==================== block 1
Figure 1. Metal 2 (block 1).
Drawn at 4 px/µm.
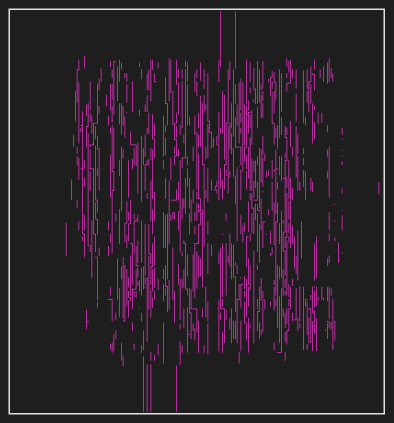

## src/rtl/wf_rgb_pkg.sv

```systemverilog
// Shared scan-word layout, pixel-write FSM states and row-select decode
// used by both the RGB scan driver and its receive-side checker.
package wf_rgb_pkg;

  localparam int SCAN_BITS = 32;
  localparam int GRN_LSB   = 24;
  localparam int RED_LSB   = 16;
  localparam int BLU_LSB   = 8;
  localparam int ROW_LSB   = 0;
  localparam int CNT_W     = 6;
  localparam int CNT_SAT   = 33;

  typedef enum logic {
    ST_IDLE,
    ST_WRITE
  } wr_state_t;

  typedef struct packed {
    logic       ok;
    logic [2:0] idx;
  } row_sel_t;

  // Row select is one-cold: exactly one low bit names the row.
  function automatic row_sel_t row_decode(input logic [7:0] sel);
    row_sel_t r;
    r.ok  = 1'b1;
    r.idx = 3'd0;
    case (sel)
      8'hFE:   r.idx = 3'd0;
      8'hFD:   r.idx = 3'd1;
      8'hFB:   r.idx = 3'd2;
      8'hF7:   r.idx = 3'd3;
      8'hEF:   r.idx = 3'd4;
      8'hDF:   r.idx = 3'd5;
      8'hBF:   r.idx = 3'd6;
      8'h7F:   r.idx = 3'd7;
      default: r.ok  = 1'b0;
    endcase
    return r;
  endfunction

endpackage

```

## src/rtl/wf_sync_edge.sv

```systemverilog
// Multi-stage input synchronizer with a history flop for
// rising/falling edge detection.
module wf_sync_edge #(
  parameter int   STAGES  = 2,
  parameter logic RST_VAL = 1'b0
) (
  input  logic clk,
  input  logic reset,
  input  logic d,
  output logic q,
  output logic rise,
  output logic fall
);

  logic [STAGES-1:0] sync;
  logic              hist;

  always_ff @(posedge clk) begin
    if (reset) begin
      sync <= {STAGES{RST_VAL}};
      hist <= RST_VAL;
    end else begin
      sync <= {sync[STAGES-2:0], d};
      hist <= sync[STAGES-1];
    end
  end

  assign q    = sync[STAGES-1];
  assign rise = q & ~hist;
  assign fall = ~q & hist;

endmodule

```

## src/rtl/wf_rgb_scan_rx.sv

```systemverilog
// Serial RGB scan receiver: rebuilds 32-bit scan words from SCLK/SDIN/SLOAD
// and replays each committed word as eight pixel writes into a mirror RAM.
module wf_rgb_scan_rx
  import wf_rgb_pkg::*;
#(
  parameter int SYNC_STAGES = 2
) (
  input  logic       clk,
  input  logic       reset,
  input  logic       SCLK,
  input  logic       SDIN,
  input  logic       SLOAD,
  output logic       wr_en,
  output logic [5:0] wr_addr,
  output logic [2:0] wr_data,
  output logic       busy,
  output logic       row_done,
  output logic       frame_done,
  output logic       err_len,
  output logic       err_row,
  output logic       err_ovr
);

  logic sclk_q, sclk_rise, sclk_fall;
  logic sload_q, sload_rise, sload_fall;
  logic [SYNC_STAGES-1:0] sdin_sync;
  logic sdin_q;
  logic unused_sync;

  wf_sync_edge #(.STAGES(SYNC_STAGES), .RST_VAL(1'b0)) u_sclk (
    .clk(clk), .reset(reset), .d(SCLK),
    .q(sclk_q), .rise(sclk_rise), .fall(sclk_fall)
  );

  wf_sync_edge #(.STAGES(SYNC_STAGES), .RST_VAL(1'b1)) u_sload (
    .clk(clk), .reset(reset), .d(SLOAD),
    .q(sload_q), .rise(sload_rise), .fall(sload_fall)
  );

  assign unused_sync = sclk_q ^ sclk_fall;

  // No history flop for data, so it lines up with the SCLK edge detect.
  always_ff @(posedge clk) begin
    if (reset) sdin_sync <= '0;
    else       sdin_sync <= {sdin_sync[SYNC_STAGES-2:0], SDIN};
  end

  assign sdin_q = sdin_sync[SYNC_STAGES-1];

  logic [SCAN_BITS-1:0]       shreg;
  logic [CNT_W-1:0]           bit_cnt;
  logic [SCAN_BITS-1:BLU_LSB] pix_q;
  logic [2:0]                 row_q;
  logic [2:0]                 col;
  wr_state_t                  state;
  row_sel_t                   rsel;
  logic                       commit;

  assign rsel   = row_decode(shreg[ROW_LSB +: 8]);
  assign commit = sload_rise && (bit_cnt != '0);

  function automatic logic [2:0] pixel(
    input logic [SCAN_BITS-1:BLU_LSB] w,
    input logic [2:0]                 c
  );
    return {w[RED_LSB + int'(c)],
            w[GRN_LSB + int'(c)],
            w[BLU_LSB + int'(c)]};
  endfunction

  always_ff @(posedge clk) begin
    if (reset) begin
      shreg      <= '0;
      bit_cnt    <= '0;
      pix_q      <= '0;
      row_q      <= '0;
      col        <= '0;
      state      <= ST_IDLE;
      wr_en      <= 1'b0;
      wr_addr    <= '0;
      wr_data    <= '0;
      busy       <= 1'b0;
      row_done   <= 1'b0;
      frame_done <= 1'b0;
      err_len    <= 1'b0;
      err_row    <= 1'b0;
      err_ovr    <= 1'b0;
    end else begin
      row_done   <= 1'b0;
      frame_done <= 1'b0;
      err_len    <= 1'b0;
      err_row    <= 1'b0;
      err_ovr    <= 1'b0;

      if (sload_rise || sload_fall) begin
        shreg   <= '0;
        bit_cnt <= '0;
      end else if (sclk_rise && !sload_q) begin
        shreg <= {shreg[SCAN_BITS-2:0], sdin_q};
        if (bit_cnt != CNT_W'(CNT_SAT))
          bit_cnt <= bit_cnt + 1'b1;
      end

      case (state)
        ST_IDLE: begin
          wr_en <= 1'b0;
          busy  <= 1'b0;
          if (commit) begin
            if (bit_cnt != CNT_W'(SCAN_BITS)) begin
              err_len <= 1'b1;
            end else if (!rsel.ok) begin
              err_row <= 1'b1;
            end else begin
              state   <= ST_WRITE;
              pix_q   <= shreg[SCAN_BITS-1:BLU_LSB];
              row_q   <= rsel.idx;
              col     <= 3'd0;
              wr_en   <= 1'b1;
              busy    <= 1'b1;
              wr_addr <= {rsel.idx, 3'd0};
              wr_data <= pixel(shreg[SCAN_BITS-1:BLU_LSB], 3'd0);
            end
          end
        end
        ST_WRITE: begin
          if (commit) err_ovr <= 1'b1;
          if (col == 3'd7) begin
            state <= ST_IDLE;
            wr_en <= 1'b0;
            busy  <= 1'b0;
          end else begin
            col        <= col + 3'd1;
            wr_addr    <= {row_q, col + 3'd1};
            wr_data    <= pixel(pix_q, col + 3'd1);
            row_done   <= (col == 3'd6);
            frame_done <= (col == 3'd6) && (row_q == 3'd7);
          end
        end
      endcase
    end
  end

endmodule
```

## config.mk

```make
export PLATFORM = sky130hd
export DESIGN_NAME = wf_rgb_scan_rx
export DESIGN_NICKNAME = d
export VERILOG_FILES = /design/src/rtl/wf_rgb_pkg.sv /design/src/rtl/wf_sync_edge.sv /design/src/rtl/wf_rgb_scan_rx.sv
export SDC_FILE = /design/constraint.sdc
export NUM_CORES = 1
export LEC_CHECK = 0
export ABC_CLOCK_PERIOD_IN_PS = 4470
export CAP_MARGIN = 20
export CORE_ASPECT_RATIO = 1.1
export CORE_MARGIN = 10
export CORE_UTILIZATION = 62
export CTS_CLUSTER_DIAMETER = 50
export CTS_CLUSTER_SIZE = 25
export DETAILED_ROUTE_END_ITERATION = 8
export MAX_ROUTING_LAYER = met4
export PLACE_DENSITY = 0.8
export SLEW_MARGIN = 20
export SYNTH_ARGS = -nofsm -noshare
export SYNTH_HDL_FRONTEND = slang
export SYNTH_HIERARCHICAL = 1
export SYNTH_SLANG_ARGS = --single-unit
```

## constraint.sdc

```tcl
create_clock -name clk -period 4.47 [get_ports clk]
set_input_delay 1.341 -clock clk [delete_from_list [all_inputs] [get_ports clk]]
set_output_delay 1.341 -clock clk [all_outputs]
set_load 0.1 [all_outputs]
```

==================== block 2
[config.mk]
export PLATFORM = sky130hd
export DESIGN_NAME = period_duty_meter
export DESIGN_NICKNAME = d
export VERILOG_FILES = /design/src/rtl/period_duty_meter.sv
export SDC_FILE = /design/constraint.sdc
export NUM_CORES = 1
export LEC_CHECK = 0
export ABC_CLOCK_PERIOD_IN_PS = 10800
export CORE_MARGIN = 5
export CORE_UTILIZATION = 25
export CTS_CLUSTER_SIZE = 25
export DETAILED_ROUTE_END_ITERATION = 12
export MAX_ROUTING_LAYER = met4
export RECOVER_POWER = 50
export SLEW_MARGIN = 25
export SYNTH_ARGS = -nofsm -noshare
export SYNTH_HDL_FRONTEND = slang
export SYNTH_SLANG_ARGS = --single-unit
[constraint.sdc]
create_clock -name Clk -period 10.8 [get_ports Clk]
set_clock_uncertainty 0.1 [all_clocks]
set_input_delay 2.16 -clock Clk [delete_from_list [all_inputs] [get_ports Clk]]
set_output_delay 2.16 -clock Clk [all_outputs]
set_load 0.1 [all_outputs]
[src/rtl/period_duty_meter.sv]
// period_duty_meter
//   Measures the period (in us) and the duty cycle (in permille) of one
//   asynchronous pulse input. Every input period is re-measured; each result
//   is published with a one-cycle Valid strobe. Loss of signal raises Timeout.
//
// Ports
//   Clk      in   1      system clock
//   Rst_n    in   1      asynchronous active-low reset
//   Sig_in   in   1      asynchronous pulse input
//   Period   out  CNT_W  last measured period, us
//   Duty     out  10     last high-time/period ratio, permille (0..1000)
//   Valid    out  1      one-cycle strobe when Period/Duty update
//   Timeout  out  1      no rising edge seen for TIMEOUT_US
//   Busy     out  1      divider running
module period_duty_meter #(
  parameter int unsigned TICK_DIV   = 100,
  parameter int unsigned CNT_W      = 16,
  parameter int unsigned TIMEOUT_US = 50000,
  parameter int unsigned DIV_W      = 26
) (
  input  logic             Clk,
  input  logic             Rst_n,
  input  logic             Sig_in,
  output logic [CNT_W-1:0] Period,
  output logic [9:0]       Duty,
  output logic             Valid,
  output logic             Timeout,
  output logic             Busy
);

  localparam int unsigned PRE_W = (TICK_DIV > 1) ? $clog2(TICK_DIV) : 1;
  localparam int unsigned BIT_W = $clog2(DIV_W + 1);

  typedef enum logic [1:0] {IDLE, MEASURE, DIVIDE} state_t;
  state_t state_q, state_d;

  logic             s1_q, s2_q, s3_q;
  logic             rise, tick, ge;
  logic [PRE_W-1:0] pre_q, pre_d, pre_eff;
  logic [CNT_W-1:0] per_q, per_d, high_q, high_d;
  logic [DIV_W-1:0] quo_q, quo_d;
  logic [CNT_W-1:0] rem_q, rem_d, rem_sub;
  logic [CNT_W:0]   rem_sh;
  logic [CNT_W-1:0] den_q, den_d;
  logic [BIT_W-1:0] bit_q, bit_d;
  logic [CNT_W-1:0] period_q, period_d;
  logic [9:0]       duty_q, duty_d;
  logic             valid_q, valid_d, timeout_q, timeout_d;

  assign rise = s2_q & ~s3_q;

  // The prescaler reads as zero during the edge cycle, so a window of N clocks
  // starting at an edge contains exactly floor(N/TICK_DIV) ticks.
  assign pre_eff = rise ? '0 : pre_q;
  assign tick    = (pre_eff == PRE_W'(TICK_DIV - 1));

  // Restoring-divide step; the subtraction only matters when rem_sh >= den,
  // in which case the true difference fits in CNT_W bits.
  assign rem_sh  = {rem_q, quo_q[DIV_W-1]};
  assign ge      = (rem_sh >= {1'b0, den_q});
  assign rem_sub = rem_sh[CNT_W-1:0] - den_q;

  always_comb begin
    state_d   = state_q;
    pre_d     = tick ? '0 : pre_eff + 1'b1;
    per_d     = per_q;
    high_d    = high_q;
    quo_d     = quo_q;
    rem_d     = rem_q;
    den_d     = den_q;
    bit_d     = bit_q;
    period_d  = period_q;
    duty_d    = duty_q;
    valid_d   = 1'b0;
    timeout_d = timeout_q;

    if (tick && (per_q != '1))          per_d  = per_q + 1'b1;
    if (tick && s2_q && (high_q != '1)) high_d = high_q + 1'b1;
    if (rise) begin
      per_d  = '0;
      high_d = '0;
    end

    case (state_q)
      IDLE: begin
        if (rise) begin
          timeout_d = 1'b0;
          state_d   = MEASURE;
        end else begin
          pre_d  = '0;
          per_d  = '0;
          high_d = '0;
        end
      end
      MEASURE: begin
        if (rise) begin
          if (per_q == '0) begin
            period_d = '0;
            duty_d   = '0;
            valid_d  = 1'b1;
          end else begin
            quo_d   = DIV_W'(high_q) * DIV_W'(1000);
            rem_d   = '0;
            den_d   = per_q;
            bit_d   = '0;
            state_d = DIVIDE;
          end
        end else if (per_q == CNT_W'(TIMEOUT_US)) begin
          timeout_d = 1'b1;
          period_d  = '0;
          duty_d    = s2_q ? 10'd1000 : 10'd0;
          valid_d   = 1'b1;
          pre_d     = '0;
          per_d     = '0;
          high_d    = '0;
          state_d   = IDLE;
        end
      end
      DIVIDE: begin
        // Edges here only clear the counters above; the running divide is untouched.
        rem_d = ge ? rem_sub : rem_sh[CNT_W-1:0];
        quo_d = {quo_q[DIV_W-2:0], ge};
        bit_d = bit_q + 1'b1;
        if (bit_q == BIT_W'(DIV_W - 1)) begin
          period_d = den_q;
          duty_d   = (quo_d > DIV_W'(1000)) ? 10'd1000 : quo_d[9:0];
          valid_d  = 1'b1;
          state_d  = MEASURE;
        end
      end
      default: state_d = IDLE;
    endcase
  end

  always_ff @(posedge Clk or negedge Rst_n) begin
    if (!Rst_n) begin
      state_q   <= IDLE;
      s1_q      <= 1'b0;
      s2_q      <= 1'b0;
      s3_q      <= 1'b0;
      pre_q     <= '0;
      per_q     <= '0;
      high_q    <= '0;
      quo_q     <= '0;
      rem_q     <= '0;
      den_q     <= '0;
      bit_q     <= '0;
      period_q  <= '0;
      duty_q    <= '0;
      valid_q   <= 1'b0;
      timeout_q <= 1'b0;
    end else begin
      state_q   <= state_d;
      s1_q      <= Sig_in;
      s2_q      <= s1_q;
      s3_q      <= s2_q;
      pre_q     <= pre_d;
      per_q     <= per_d;
      high_q    <= high_d;
      quo_q     <= quo_d;
      rem_q     <= rem_d;
      den_q     <= den_d;
      bit_q     <= bit_d;
      period_q  <= period_d;
      duty_q    <= duty_d;
      valid_q   <= valid_d;
      timeout_q <= timeout_d;
    end
  end

  assign Period  = period_q;
  assign Duty    = duty_q;
  assign Valid   = valid_q;
  assign Timeout = timeout_q;
  assign Busy    = (state_q == DIVIDE);

endmodule

==================== block 3
<file path="src/rtl/alu_share_pkg.sv">
// Shared constants for the ALU time-sharing controller: ALU op codes and
// sequencer state encoding.
package alu_share_pkg;

    localparam logic [1:0] OP_ADD = 2'b00;
    localparam logic [1:0] OP_SUB = 2'b01;
    localparam logic [1:0] OP_AND = 2'b10;
    localparam logic [1:0] OP_OR  = 2'b11;

    localparam logic [1:0] S_IDLE = 2'd0;
    localparam logic [1:0] S_EXEC = 2'd1;
    localparam logic [1:0] S_RESP = 2'd2;

endpackage

</file>
<file path="src/rtl/rr_arb2.sv">
// Two-requester round-robin pick; the caller owns and updates last_grant.
module rr_arb2 (
    input  logic req0,
    input  logic req1,
    input  logic last_grant,
    output logic grant_valid,
    output logic grant_sel
);

    always_comb begin
        grant_valid = req0 | req1;
        // On a tie the port that did not win last time goes next
        if (req0 && req1) begin
            grant_sel = ~last_grant;
        end else begin
            grant_sel = req1;
        end
    end

endmodule

</file>
<file path="src/rtl/alu_share_ctrl.sv">
// Time-shares one external combinational ALU between two requesters:
// grant in IDLE, drive the ALU in EXEC, return result with a one-cycle ack in RESP.
module alu_share_ctrl
    import alu_share_pkg::*;
#(
    parameter int unsigned WIDTH = 4,
    parameter int unsigned CNT_W = 8
) (
    input  logic             clk,
    input  logic             rst,
    input  logic             req0,
    input  logic             req1,
    input  logic [1:0]       op0,
    input  logic [1:0]       op1,
    input  logic [WIDTH-1:0] a0,
    input  logic [WIDTH-1:0] b0,
    input  logic [WIDTH-1:0] a1,
    input  logic [WIDTH-1:0] b1,
    output logic             ack0,
    output logic             ack1,
    output logic [WIDTH-1:0] res,
    output logic             cout,
    output logic             busy,
    output logic [CNT_W-1:0] cnt0,
    output logic [CNT_W-1:0] cnt1,
    output logic [1:0]       alu_s,
    output logic [WIDTH-1:0] alu_a,
    output logic [WIDTH-1:0] alu_b,
    input  logic [WIDTH-1:0] alu_c,
    input  logic             alu_cout
);

    logic [1:0]       state_q, state_d;
    logic             last_grant_q, last_grant_d;
    logic             sel_q, sel_d;
    logic [1:0]       alu_s_q, alu_s_d;
    logic [WIDTH-1:0] alu_a_q, alu_a_d;
    logic [WIDTH-1:0] alu_b_q, alu_b_d;
    logic [WIDTH-1:0] res_q, res_d;
    logic             cout_q, cout_d;
    logic             ack0_q, ack0_d;
    logic             ack1_q, ack1_d;
    logic             busy_q, busy_d;
    logic [CNT_W-1:0] cnt0_q, cnt0_d;
    logic [CNT_W-1:0] cnt1_q, cnt1_d;
    logic             grant_valid;
    logic             grant_sel;

    rr_arb2 u_arb (
        .req0        (req0),
        .req1        (req1),
        .last_grant  (last_grant_q),
        .grant_valid (grant_valid),
        .grant_sel   (grant_sel)
    );

    always_comb begin
        state_d      = state_q;
        last_grant_d = last_grant_q;
        sel_d        = sel_q;
        alu_s_d      = alu_s_q;
        alu_a_d      = alu_a_q;
        alu_b_d      = alu_b_q;
        res_d        = res_q;
        cout_d       = cout_q;
        ack0_d       = 1'b0;
        ack1_d       = 1'b0;
        cnt0_d       = cnt0_q;
        cnt1_d       = cnt1_q;

        case (state_q)
            S_IDLE: begin
                if (grant_valid) begin
                    state_d      = S_EXEC;
                    sel_d        = grant_sel;
                    last_grant_d = grant_sel;
                    alu_s_d      = grant_sel ? op1 : op0;
                    alu_a_d      = grant_sel ? a1  : a0;
                    alu_b_d      = grant_sel ? b1  : b0;
                end
            end
            S_EXEC: begin
                state_d = S_RESP;
                res_d   = alu_c;
                cout_d  = alu_cout;
                if (sel_q) begin
                    ack1_d = 1'b1;
                    cnt1_d = cnt1_q + CNT_W'(1);
                end else begin
                    ack0_d = 1'b1;
                    cnt0_d = cnt0_q + CNT_W'(1);
                end
            end
            S_RESP:  state_d = S_IDLE;
            default: state_d = S_IDLE;
        endcase

        busy_d = (state_d != S_IDLE);
    end

    always_ff @(posedge clk or posedge rst) begin
        if (rst) begin
            state_q      <= S_IDLE;
            last_grant_q <= 1'b1;
            sel_q        <= 1'b0;
            alu_s_q      <= 2'b00;
            alu_a_q      <= '0;
            alu_b_q      <= '0;
            res_q        <= '0;
            cout_q       <= 1'b0;
            ack0_q       <= 1'b0;
            ack1_q       <= 1'b0;
            busy_q       <= 1'b0;
            cnt0_q       <= '0;
            cnt1_q       <= '0;
        end else begin
            state_q      <= state_d;
            last_grant_q <= last_grant_d;
            sel_q        <= sel_d;
            alu_s_q      <= alu_s_d;
            alu_a_q      <= alu_a_d;
            alu_b_q      <= alu_b_d;
            res_q        <= res_d;
            cout_q       <= cout_d;
            ack0_q       <= ack0_d;
            ack1_q       <= ack1_d;
            busy_q       <= busy_d;
            cnt0_q       <= cnt0_d;
            cnt1_q       <= cnt1_d;
        end
    end

    assign ack0  = ack0_q;
    assign ack1  = ack1_q;
    assign res   = res_q;
    assign cout  = cout_q;
    assign busy  = busy_q;
    assign cnt0  = cnt0_q;
    assign cnt1  = cnt1_q;
    assign alu_s = alu_s_q;
    assign alu_a = alu_a_q;
    assign alu_b = alu_b_q;

endmodule

</file>
<file path="config.mk">
export PLATFORM = sky130hd
export DESIGN_NAME = alu_share_ctrl
export DESIGN_NICKNAME = d
export VERILOG_FILES = /design/src/rtl/alu_share_pkg.sv /design/src/rtl/rr_arb2.sv /design/src/rtl/alu_share_ctrl.sv
export SDC_FILE = /design/constraint.sdc
export NUM_CORES = 1
export LEC_CHECK = 0
export CAP_MARGIN = 25
export CORE_MARGIN = 5
export CORE_UTILIZATION = 35
export CTS_CLUSTER_DIAMETER = 60
export DETAILED_ROUTE_END_ITERATION = 10
export PLACE_DENSITY = 0.71
export SLEW_MARGIN = 20
export SYNTH_ARGS = -nofsm -noshare
export SYNTH_HDL_FRONTEND = slang
export SYNTH_SLANG_ARGS = --single-unit
</file>
<file path="constraint.sdc">
create_clock -name clk -period 3.5 [get_ports clk]
set_input_delay 0.7 -clock clk [delete_from_list [all_inputs] [get_ports clk]]
set_output_delay 0.7 -clock clk [all_outputs]
set_load 0.02 [all_outputs]
</file>
==================== block 4
`src/rtl/i2c_pkg.sv`:
```
// Shared types for the I2C target register file.
// FSM state encoding, filtered-line bundle and default target address.
package i2c_pkg;

  typedef enum logic [3:0] {
    IDLE,
    ADDR,
    ADDR_ACK,
    PTR,
    PTR_ACK,
    WR_DATA,
    WR_ACK,
    RD_DATA,
    RD_ACK,
    IGNORE
  } i2c_state_e;

  typedef struct packed {
    logic level;
    logic rise;
    logic fall;
  } line_t;

  localparam logic [6:0] DEVICE_ADDR_DEFAULT = 7'h3C;

endpackage

```
`src/rtl/i2c_target_regfile_if.sv`:
```
// Avalon-MM register port of the I2C target register file.
// The CPU side is the master, the register file is the slave.
interface i2c_target_regfile_if #(
  parameter int AW = 4
);

  logic [AW-1:0] address;
  logic          chipselect;
  logic          write_n;
  logic [31:0]   writedata;
  logic [31:0]   readdata;

  modport master (
    output address,
    output chipselect,
    output write_n,
    output writedata,
    input  readdata
  );

  modport slave (
    input  address,
    input  chipselect,
    input  write_n,
    input  writedata,
    output readdata
  );

endinterface

```
`src/rtl/i2c_line_filter.sv`:
```
// Synchroniser plus debounce for one I2C line.
// Emits the accepted level and one-clk rise/fall pulses.
module i2c_line_filter
  import i2c_pkg::*;
#(
  parameter int FILTER_LEN = 3
) (
  input  logic  clk,
  input  logic  reset_n,
  input  logic  pin,
  output line_t sig
);

  logic                  s1;
  logic                  s2;
  logic [FILTER_LEN-2:0] hist;
  logic [FILTER_LEN-1:0] win;
  logic                  level_nx;

  assign win = {hist, s2};

  always_comb begin
    level_nx = sig.level;
    if (&win) begin
      level_nx = 1'b1;
    end else if (~|win) begin
      level_nx = 1'b0;
    end
  end

  // Idle bus is high, so reset to high to avoid a spurious edge.
  always_ff @(posedge clk or negedge reset_n) begin
    if (!reset_n) begin
      s1   <= 1'b1;
      s2   <= 1'b1;
      hist <= '1;
      sig  <= '{level: 1'b1, rise: 1'b0, fall: 1'b0};
    end else begin
      s1        <= pin;
      s2        <= s1;
      hist      <= win[FILTER_LEN-2:0];
      sig.level <= level_nx;
      sig.rise  <= level_nx & ~sig.level;
      sig.fall  <= ~level_nx & sig.level;
    end
  end

endmodule

```
`src/rtl/i2c_target_regfile.sv`:
```
// I2C target exposing NUM_REGS byte registers, shared with an
// Avalon-MM slave port for the CPU.
module i2c_target_regfile
  import i2c_pkg::*;
#(
  parameter logic [6:0] DEVICE_ADDR = DEVICE_ADDR_DEFAULT,
  parameter int         NUM_REGS    = 16,
  parameter int         FILTER_LEN  = 3
) (
  input  logic clk,
  input  logic reset_n,
  input  logic scl_in,
  input  logic sda_in,
  output logic sda_oe,
  i2c_target_regfile_if.slave bus,
  output logic i2c_wr_irq,
  output logic busy
);

  localparam int AW = $clog2(NUM_REGS);

  line_t         scl;
  line_t         sda;
  i2c_state_e    state;
  i2c_state_e    state_nx;
  logic [7:0]    regs [NUM_REGS];
  logic [3:0]    bit_cnt;
  logic [7:0]    shreg;
  logic [7:0]    rd_byte;
  logic [7:0]    rd_src;
  logic [AW-1:0] ptr;
  logic [AW-1:0] ptr_plus;
  logic          start;
  logic          stop;
  logic          byte_done;
  logic          addr_hit;
  logic          cnt_en;
  logic          shift_en;
  logic          oe_nx;
  logic          busy_nx;
  logic          wr_en;
  logic          rd_load;
  logic          ptr_load;
  logic          ptr_inc;
  logic          av_we;
  logic          unused_wdata;

  i2c_line_filter #(.FILTER_LEN(FILTER_LEN)) u_scl (
    .clk     (clk),
    .reset_n (reset_n),
    .pin     (scl_in),
    .sig     (scl)
  );

  i2c_line_filter #(.FILTER_LEN(FILTER_LEN)) u_sda (
    .clk     (clk),
    .reset_n (reset_n),
    .pin     (sda_in),
    .sig     (sda)
  );

  assign start     = sda.fall & scl.level;
  assign stop      = sda.rise & scl.level;
  assign byte_done = (bit_cnt == 4'd8);
  assign addr_hit  = (shreg[7:1] == DEVICE_ADDR) &&
                     (shreg[7:1] != 7'h00);
  assign ptr_plus  = ptr + 1'b1;
  assign av_we     = bus.chipselect & ~bus.write_n;
  assign unused_wdata = ^bus.writedata[31:8];

  assign cnt_en = scl.rise & ~byte_done &
                  (state inside {ADDR, PTR, WR_DATA, RD_DATA});
  assign shift_en = scl.rise &
                    (state inside {ADDR, PTR, WR_DATA, RD_ACK});

  always_ff @(posedge clk or negedge reset_n) begin
    if (!reset_n) begin
      state <= IDLE;
    end else begin
      state <= state_nx;
    end
  end

  always_comb begin
    state_nx = state;
    if (stop) begin
      state_nx = IDLE;
    end else if (start) begin
      state_nx = ADDR;
    end else if (scl.fall) begin
      unique case (state)
        ADDR:
          if (byte_done) state_nx = addr_hit ? ADDR_ACK : IGNORE;
        ADDR_ACK: state_nx = shreg[0] ? RD_DATA : PTR;
        PTR:      if (byte_done) state_nx = PTR_ACK;
        PTR_ACK:  state_nx = WR_DATA;
        WR_DATA:  if (byte_done) state_nx = WR_ACK;
        WR_ACK:   state_nx = WR_DATA;
        RD_DATA:  if (byte_done) state_nx = RD_ACK;
        RD_ACK:   state_nx = shreg[0] ? IGNORE : RD_DATA;
        default:  state_nx = state;
      endcase
    end
  end

  // Drive changes only on the filtered SCL fall; shreg[0] holds R/W or master ACK.
  always_comb begin
    oe_nx    = sda_oe;
    busy_nx  = busy;
    wr_en    = 1'b0;
    rd_load  = 1'b0;
    rd_src   = regs[ptr];
    ptr_load = 1'b0;
    ptr_inc  = 1'b0;
    if (stop) begin
      oe_nx   = 1'b0;
      busy_nx = 1'b0;
    end else if (start) begin
      oe_nx = 1'b0;
    end else if (scl.fall) begin
      unique case (state)
        ADDR:
          if (byte_done && addr_hit) begin
            oe_nx   = 1'b1;
            busy_nx = 1'b1;
          end
        ADDR_ACK: begin
          oe_nx   = 1'b0;
          rd_load = shreg[0];
        end
        PTR:
          if (byte_done) begin
            oe_nx    = 1'b1;
            ptr_load = 1'b1;
          end
        PTR_ACK: oe_nx = 1'b0;
        WR_DATA: if (byte_done) oe_nx = 1'b1;
        WR_ACK: begin
          oe_nx   = 1'b0;
          wr_en   = 1'b1;
          ptr_inc = 1'b1;
        end
        RD_DATA:
          oe_nx = byte_done ? 1'b0 :
                  ~rd_byte[3'd7 - bit_cnt[2:0]];
        RD_ACK: begin
          oe_nx = 1'b0;
          if (!shreg[0]) begin
            ptr_inc = 1'b1;
            rd_load = 1'b1;
            rd_src  = regs[ptr_plus];
          end
        end
        default: oe_nx = sda_oe;
      endcase
      if (rd_load) oe_nx = ~rd_src[7];
    end
  end

  always_ff @(posedge clk or negedge reset_n) begin
    if (!reset_n) begin
      bit_cnt    <= '0;
      shreg      <= '0;
      rd_byte    <= '0;
      ptr        <= '0;
      sda_oe     <= 1'b0;
      busy       <= 1'b0;
      i2c_wr_irq <= 1'b0;
    end else begin
      sda_oe     <= oe_nx;
      busy       <= busy_nx;
      i2c_wr_irq <= wr_en;
      if (start || state_nx != state) begin
        bit_cnt <= '0;
      end else if (cnt_en) begin
        bit_cnt <= bit_cnt + 1'b1;
      end
      if (shift_en) shreg <= {shreg[6:0], sda.level};
      if (rd_load) rd_byte <= rd_src;
      if (ptr_load) begin
        ptr <= shreg[AW-1:0];
      end else if (ptr_inc) begin
        ptr <= ptr_plus;
      end
    end
  end

  // I2C write takes priority over a CPU write to the same register.
  always_ff @(posedge clk or negedge reset_n) begin
    if (!reset_n) begin
      for (int i = 0; i < NUM_REGS; i++) regs[i] <= '0;
      bus.readdata <= '0;
    end else begin
      for (int i = 0; i < NUM_REGS; i++) begin
        if (wr_en && int'(ptr) == i) begin
          regs[i] <= shreg;
        end else if (av_we && int'(bus.address) == i) begin
          regs[i] <= bus.writedata[7:0];
        end
      end
      bus.readdata <= {24'b0, regs[bus.address]};
    end
  end

endmodule

```
`src/flat_wrapper.sv`:
```
// flat-port wrapper written by rule: the top's interface ports become plain ports
module i2c_target_regfile_flat import i2c_pkg::*;
#(
  parameter logic [6:0] DEVICE_ADDR = DEVICE_ADDR_DEFAULT,
  parameter int         NUM_REGS    = 16,
  parameter int         FILTER_LEN  = 3
)
  (clk, reset_n, scl_in, sda_in, sda_oe, i2c_wr_irq, busy, bus_address, bus_chipselect, bus_write_n, bus_writedata, bus_readdata);
  i2c_target_regfile_if #(.AW(4)) bus_i ();
  input  logic clk;
  input  logic reset_n;
  input  logic scl_in;
  input  logic sda_in;
  output logic sda_oe;
  output logic i2c_wr_irq;
  output logic busy;
  input wire logic [$bits(bus_i.address)-1:0] bus_address;
  input wire logic [$bits(bus_i.chipselect)-1:0] bus_chipselect;
  input wire logic [$bits(bus_i.write_n)-1:0] bus_write_n;
  input wire logic [$bits(bus_i.writedata)-1:0] bus_writedata;
  output wire logic [$bits(bus_i.readdata)-1:0] bus_readdata;
  assign bus_i.address = bus_address;
  assign bus_i.chipselect = bus_chipselect;
  assign bus_i.write_n = bus_write_n;
  assign bus_i.writedata = bus_writedata;
  assign bus_readdata = bus_i.readdata;
  i2c_target_regfile #(.DEVICE_ADDR(DEVICE_ADDR), .NUM_REGS(NUM_REGS), .FILTER_LEN(FILTER_LEN)) u_core (.clk(clk), .reset_n(reset_n), .scl_in(scl_in), .sda_in(sda_in), .sda_oe(sda_oe), .bus(bus_i), .i2c_wr_irq(i2c_wr_irq), .busy(busy));
endmodule
```
`config.mk`:
```
export PLATFORM = sky130hd
export DESIGN_NAME = i2c_target_regfile_flat
export DESIGN_NICKNAME = d
export VERILOG_FILES = /design/src/rtl/i2c_pkg.sv /design/src/rtl/i2c_target_regfile_if.sv /design/src/rtl/i2c_line_filter.sv /design/src/rtl/i2c_target_regfile.sv /design/src/flat_wrapper.sv
export SDC_FILE = /design/constraint.sdc
export NUM_CORES = 1
export LEC_CHECK = 0
export CELL_PAD_IN_SITES_DETAIL_PLACEMENT = 1
export CELL_PAD_IN_SITES_GLOBAL_PLACEMENT = 1
export CORE_UTILIZATION = 45
export CTS_BUF_LIST = sky130_fd_sc_hd__clkbuf_4
export CTS_CLUSTER_SIZE = 30
export DETAILED_ROUTE_END_ITERATION = 8
export PLACE_DENSITY_LB_ADDON = 0.1
export SLEW_MARGIN = 20
export SYNTH_ARGS = -nofsm -noshare
export SYNTH_HDL_FRONTEND = slang
export SYNTH_SLANG_ARGS = --single-unit
export TNS_END_PERCENT = 100
```
`constraint.sdc`:
```
create_clock -name clk -period 2.9 [get_ports clk]
set_input_delay 0.725 -clock clk [delete_from_list [all_inputs] [get_ports clk]]
set_output_delay 0.725 -clock clk [all_outputs]
set_load 0.005 [all_outputs]
```
Figure 2. Met1 routing (block 2).
Drawn at 2 px/µm. Supply wires on this layer in gray.
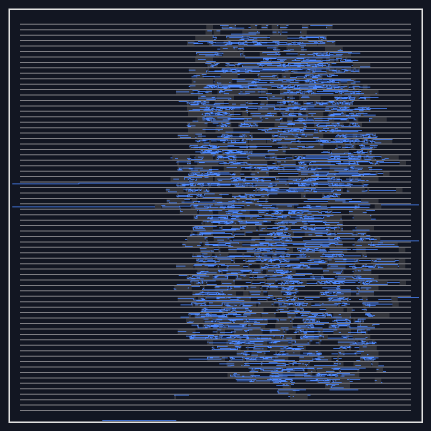
The layer holds 49% of the routed length. 1100 nets have wire on it. The longest straight run is 71.3 µm. The layer carries 10200 µm of wire. The wires run mostly horizontal.

==> flow_summary.toml, block 2 <==
# synthesis and place-and-route metrics
[min_path]
hold-path-endpoint = "s2_q$_DFF_PN0_"

[finish]
stdcell_count = 1554
leading_cell_category_by_total_area = "multi-input combinational cells"
clockNetworkAreaShare_pct = 5.73

[synth]
logic_family = "adder cells"
ys_sh_mux_pct = 3.49
yosys.area_share.xor_xnor_pct = 5.21
edff_count_synth = 0

[place]
pre_cts_slack_ns = 5.51
portBuffers = 31

[final_timing]
final_min_period_over_clock_period_pct = 49.3
unrepaired_setup_endpoints_after_global_routing = "no"
report.final.slew_viol_count = 63
setup_viol = 0

[floorplan]
row_count = 71
fp.coreArea_um2 = 37800

[worst_setup_path]
critical-path-top-delay-family = "adder cells"
cpMaxStageDelayCell = "sky130_fd_sc_hd__fa_1"
timing.critical_path.buf_inv = 2

[clock_network]
holdBufCountCts = 0
tritoncts_clock_tree = "yes"

[routing]
drt-met1-wl_mm = 10.2
highest_layer = "met4"

[power_and_ir_drop]
total_power_uw = 1700
sequentialPower_uw = 572

[grt]
grtUsageTotal_pct = 11.0
globalRouteMet2Util_pct = 17.8

[outcome]
violations_in_the_final_reports = "max-capacitance violations, max-slew violations"
outcome = "finished with violations"

[flow_run]
max_cap_violations = 1
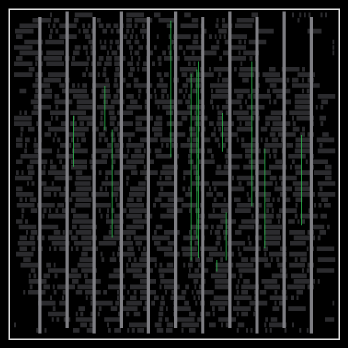
Figure 3: block 4, the metal 4 layer.
Drawn at 2 px/µm. Supply wires on this layer in gray.
The layer holds 1.8% of the routed length. The layer carries 659 µm of wire. 9 nets have wire on it.

Figure 4. Routing congestion (block 4).
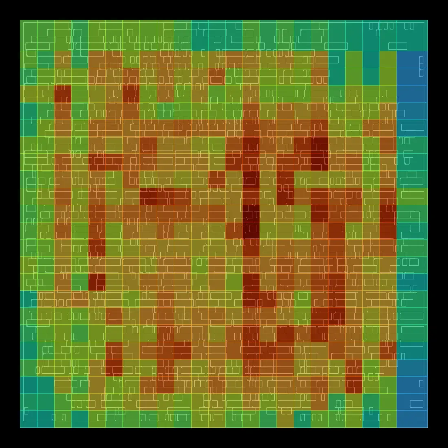
fraction of met1 tracks used by global routing: 43.3%
average wire length per cell after detail routing: 25.6 µm
global-route layer with the greatest usage: met2
met2 usage: 43.7%
utilization of the core after routing: 50.1%

==> flow_summary.toml, block 4 <==
# synthesis and place-and-route metrics
[finish]
antenna_cells_inserted = 1
layout_top_cell = "sky130_fd_sc_hd__dfrtp_1"
logic_area_um2 = 6750

[flow_run]
stage_log_warnings = 54

[synth]
most_common_cell = "sky130_fd_sc_hd__dfrtp_1"
synth_instances = 1063
yosys.area_share.xor_xnor_pct = 0.729

[final_timing]
final_min_period_over_clock_period_pct = 93.9
worstMarginPinSlew_ns = 0.957

[outcome]
outcome = "finished, final reports clean"

[floorplan]
floorplan.die_area_um2 = 27000

[worst_setup_path]
path_depth = 9

[routing]
drt_pass1_iterations = 5

[power_and_ir_drop]
power_density_nw_per_um2 = 564

[clock_network]
holdBufCountCts = 0
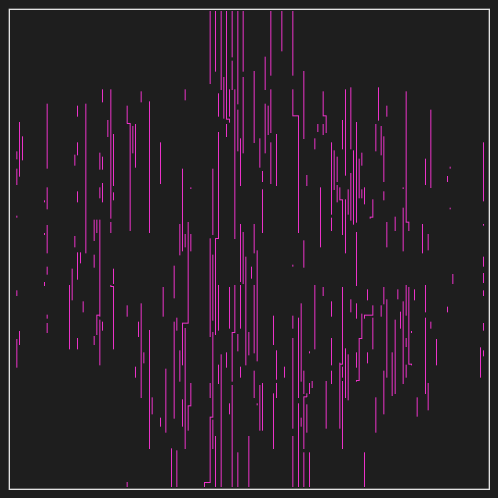
Figure 5: block 3, metal 2.
Drawn at 6 px/µm.
The layer holds 48% of the routed length. The layer carries 1700 µm of wire. 198 nets have wire on it. The wires run mostly vertical.

==> flow_summary.toml, block 3 <==
# synthesis and place-and-route metrics
[outcome]
outcome = "finished, final reports clean"

[min_path]
whs_path_depth = 2

[synth]
post_synthesis_mean_instance_area_um2 = 13.3
synth_instances = 128
post_synth_fa_ha_maj_area_fraction_pct = 1.47

[worst_setup_path]
timing.reg2reg.worst_path_depth = 4
r2r-end = "cnt1[1]$_DFFE_PP0P_"
regToRegSetupSlack_ns = 1.93

[grt]
grt_use_met3_pct = 3.16
top_usage_layer = "met2"

[finish]
logic_area_um2 = 708
mostFrequentLayoutCells = "sky130_fd_sc_hd__clkdlybuf4s50_1, sky130_fd_sc_hd__dfrtp_1, sky130_fd_sc_hd__nand2_1"
n_fill_cell = 411

[floorplan]
fp.coreArea_um2 = 4720

[place]
pre_cts_slack_ns = 1.23

[power_and_ir_drop]
sequentialPower_uw = 774

[routing]
detail-route-antenna-nets = 0

[final_timing]
worst_slew_margin_rel_pct = 72.4

[flow_run]
stage_log_warnings = 26
Figure 6. Routing congestion (block 1).
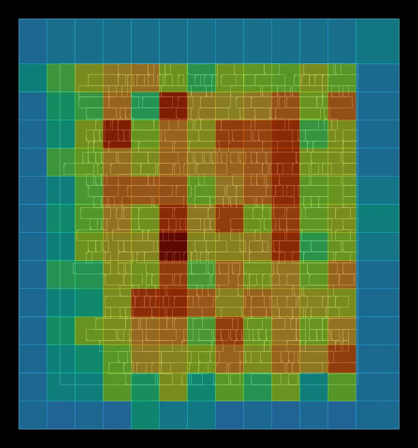
utilization of the core after routing: 72.4%
global-route layer with the greatest usage: met2

Figure 7. Clock wires, drivers and flops (block 1).
Drawn at 3 px/µm.
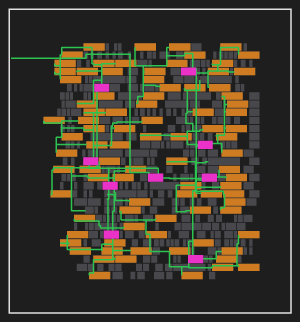
Magenta shows cells driving clock nets, count 9. Orange shows flip-flops, count 89. Green shows clock wires, length 980 µm.
There are 10 routed clock nets.

Notes on Figure 1 above:
The layer carries 3470 µm of wire. The wires run mostly vertical. The longest straight run is 30.6 µm.
via count of the routed design: 2781
met2 usage: 25.7%
final WL: 7.29 mm

==> flow_summary.toml, block 1 <==
# synthesis and place-and-route metrics
[synth]
synth_instances = 399

[floorplan]
die_height_um = 101
die_w_um = 93.4

[power_and_ir_drop]
sequentialPowerShare_pct = 48.2
power-top-group = "clock"
p_clk_share_pct = 50.2

[grt]
grtUsageTotal_pct = 16.6
grt_max_degree = 55
grt.met1_usage_pct = 19.9

[flow_run]
max_cap_violations = 0

[final_timing]
fin_hold_ws_ns = 0.419

[finish]
layout-drive-gt1-share_pct = 8.29
syn_to_final_growth_pct = 13.7
layout_top_cell = "sky130_fd_sc_hd__dfxtp_1"

[outcome]
outcome = "finished, final reports clean"

[clock_network]
ctsRootBufferMaster = "sky130_fd_sc_hd__clkbuf_8"
tritoncts_clock_tree = "yes"

[worst_setup_path]
path_depth = 1


==> screenshots <==
Metal 3.
(a)
Drawn at 8 px/µm.
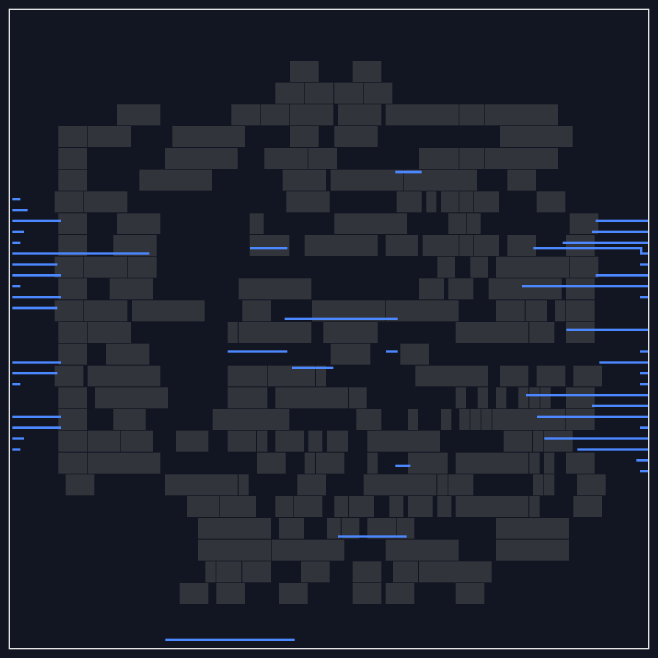
(b)
Drawn at 3 px/µm.
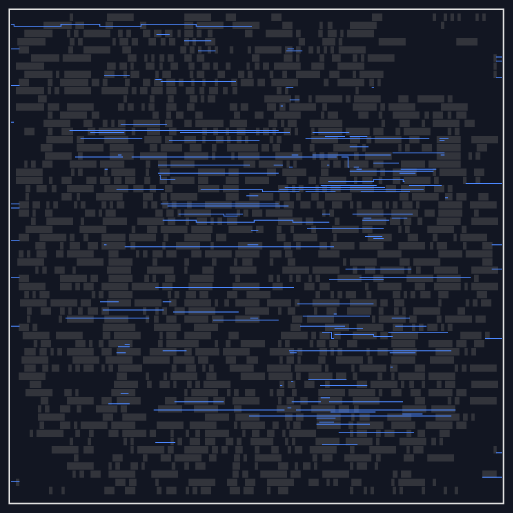
(c)
Drawn at 3 px/µm.
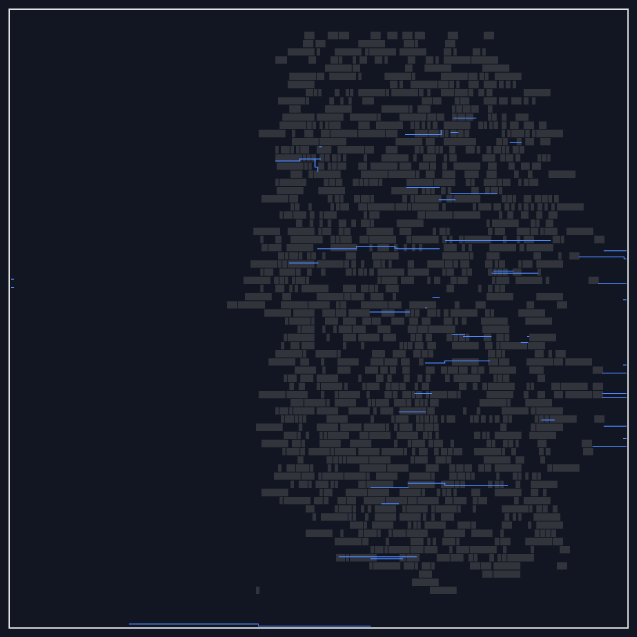
(d)
Drawn at 6 px/µm.
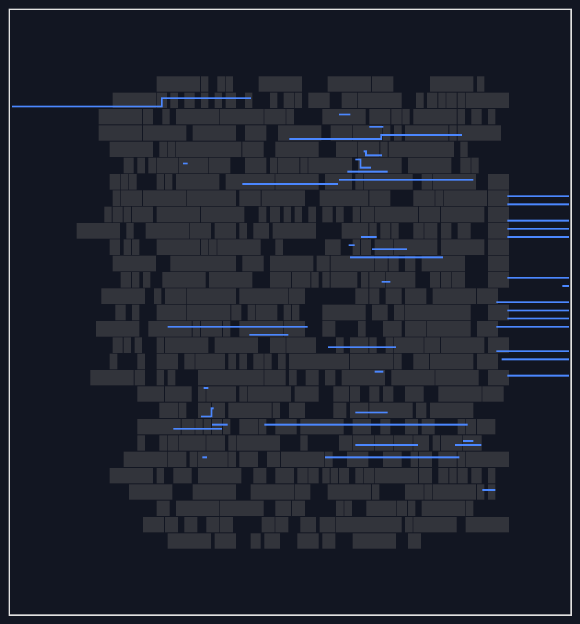
| from | picture |
|---|---|
| block 1 | (d) |
| block 3 | (a) |
| block 4 | (b) |
| block 2 | (c) |


==> gallery <==
Met1 routing.
picture 1
Drawn at 6 px/µm. Supply wires on this layer in gray.
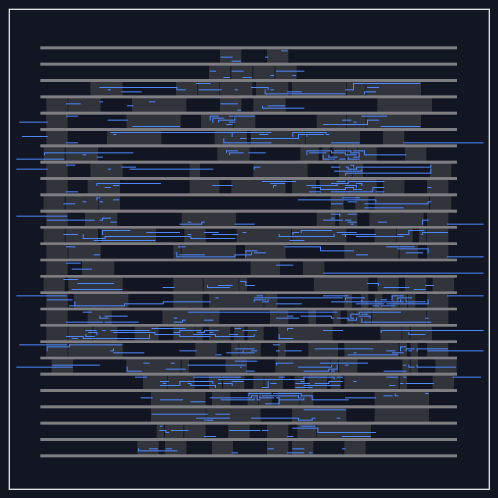
picture 2
Drawn at 3 px/µm. Supply wires on this layer in gray.
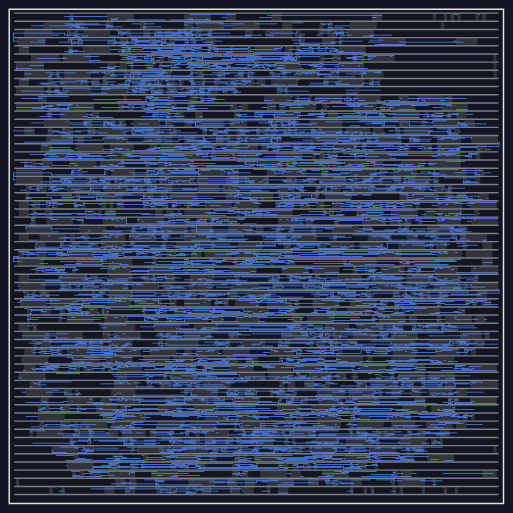
picture 3
Drawn at 4 px/µm. Supply wires on this layer in gray.
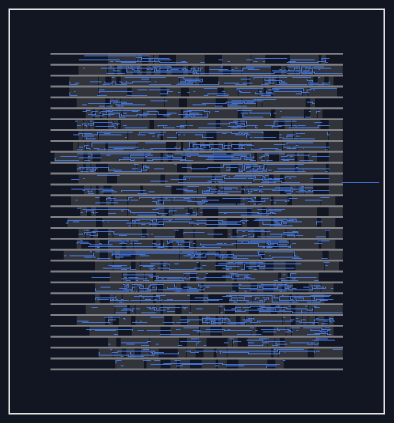
- picture 3 = block 1
- picture 1 = block 3
- picture 2 = block 4

Power figures rest on the tool's default switching activity, not on a simulated workload.
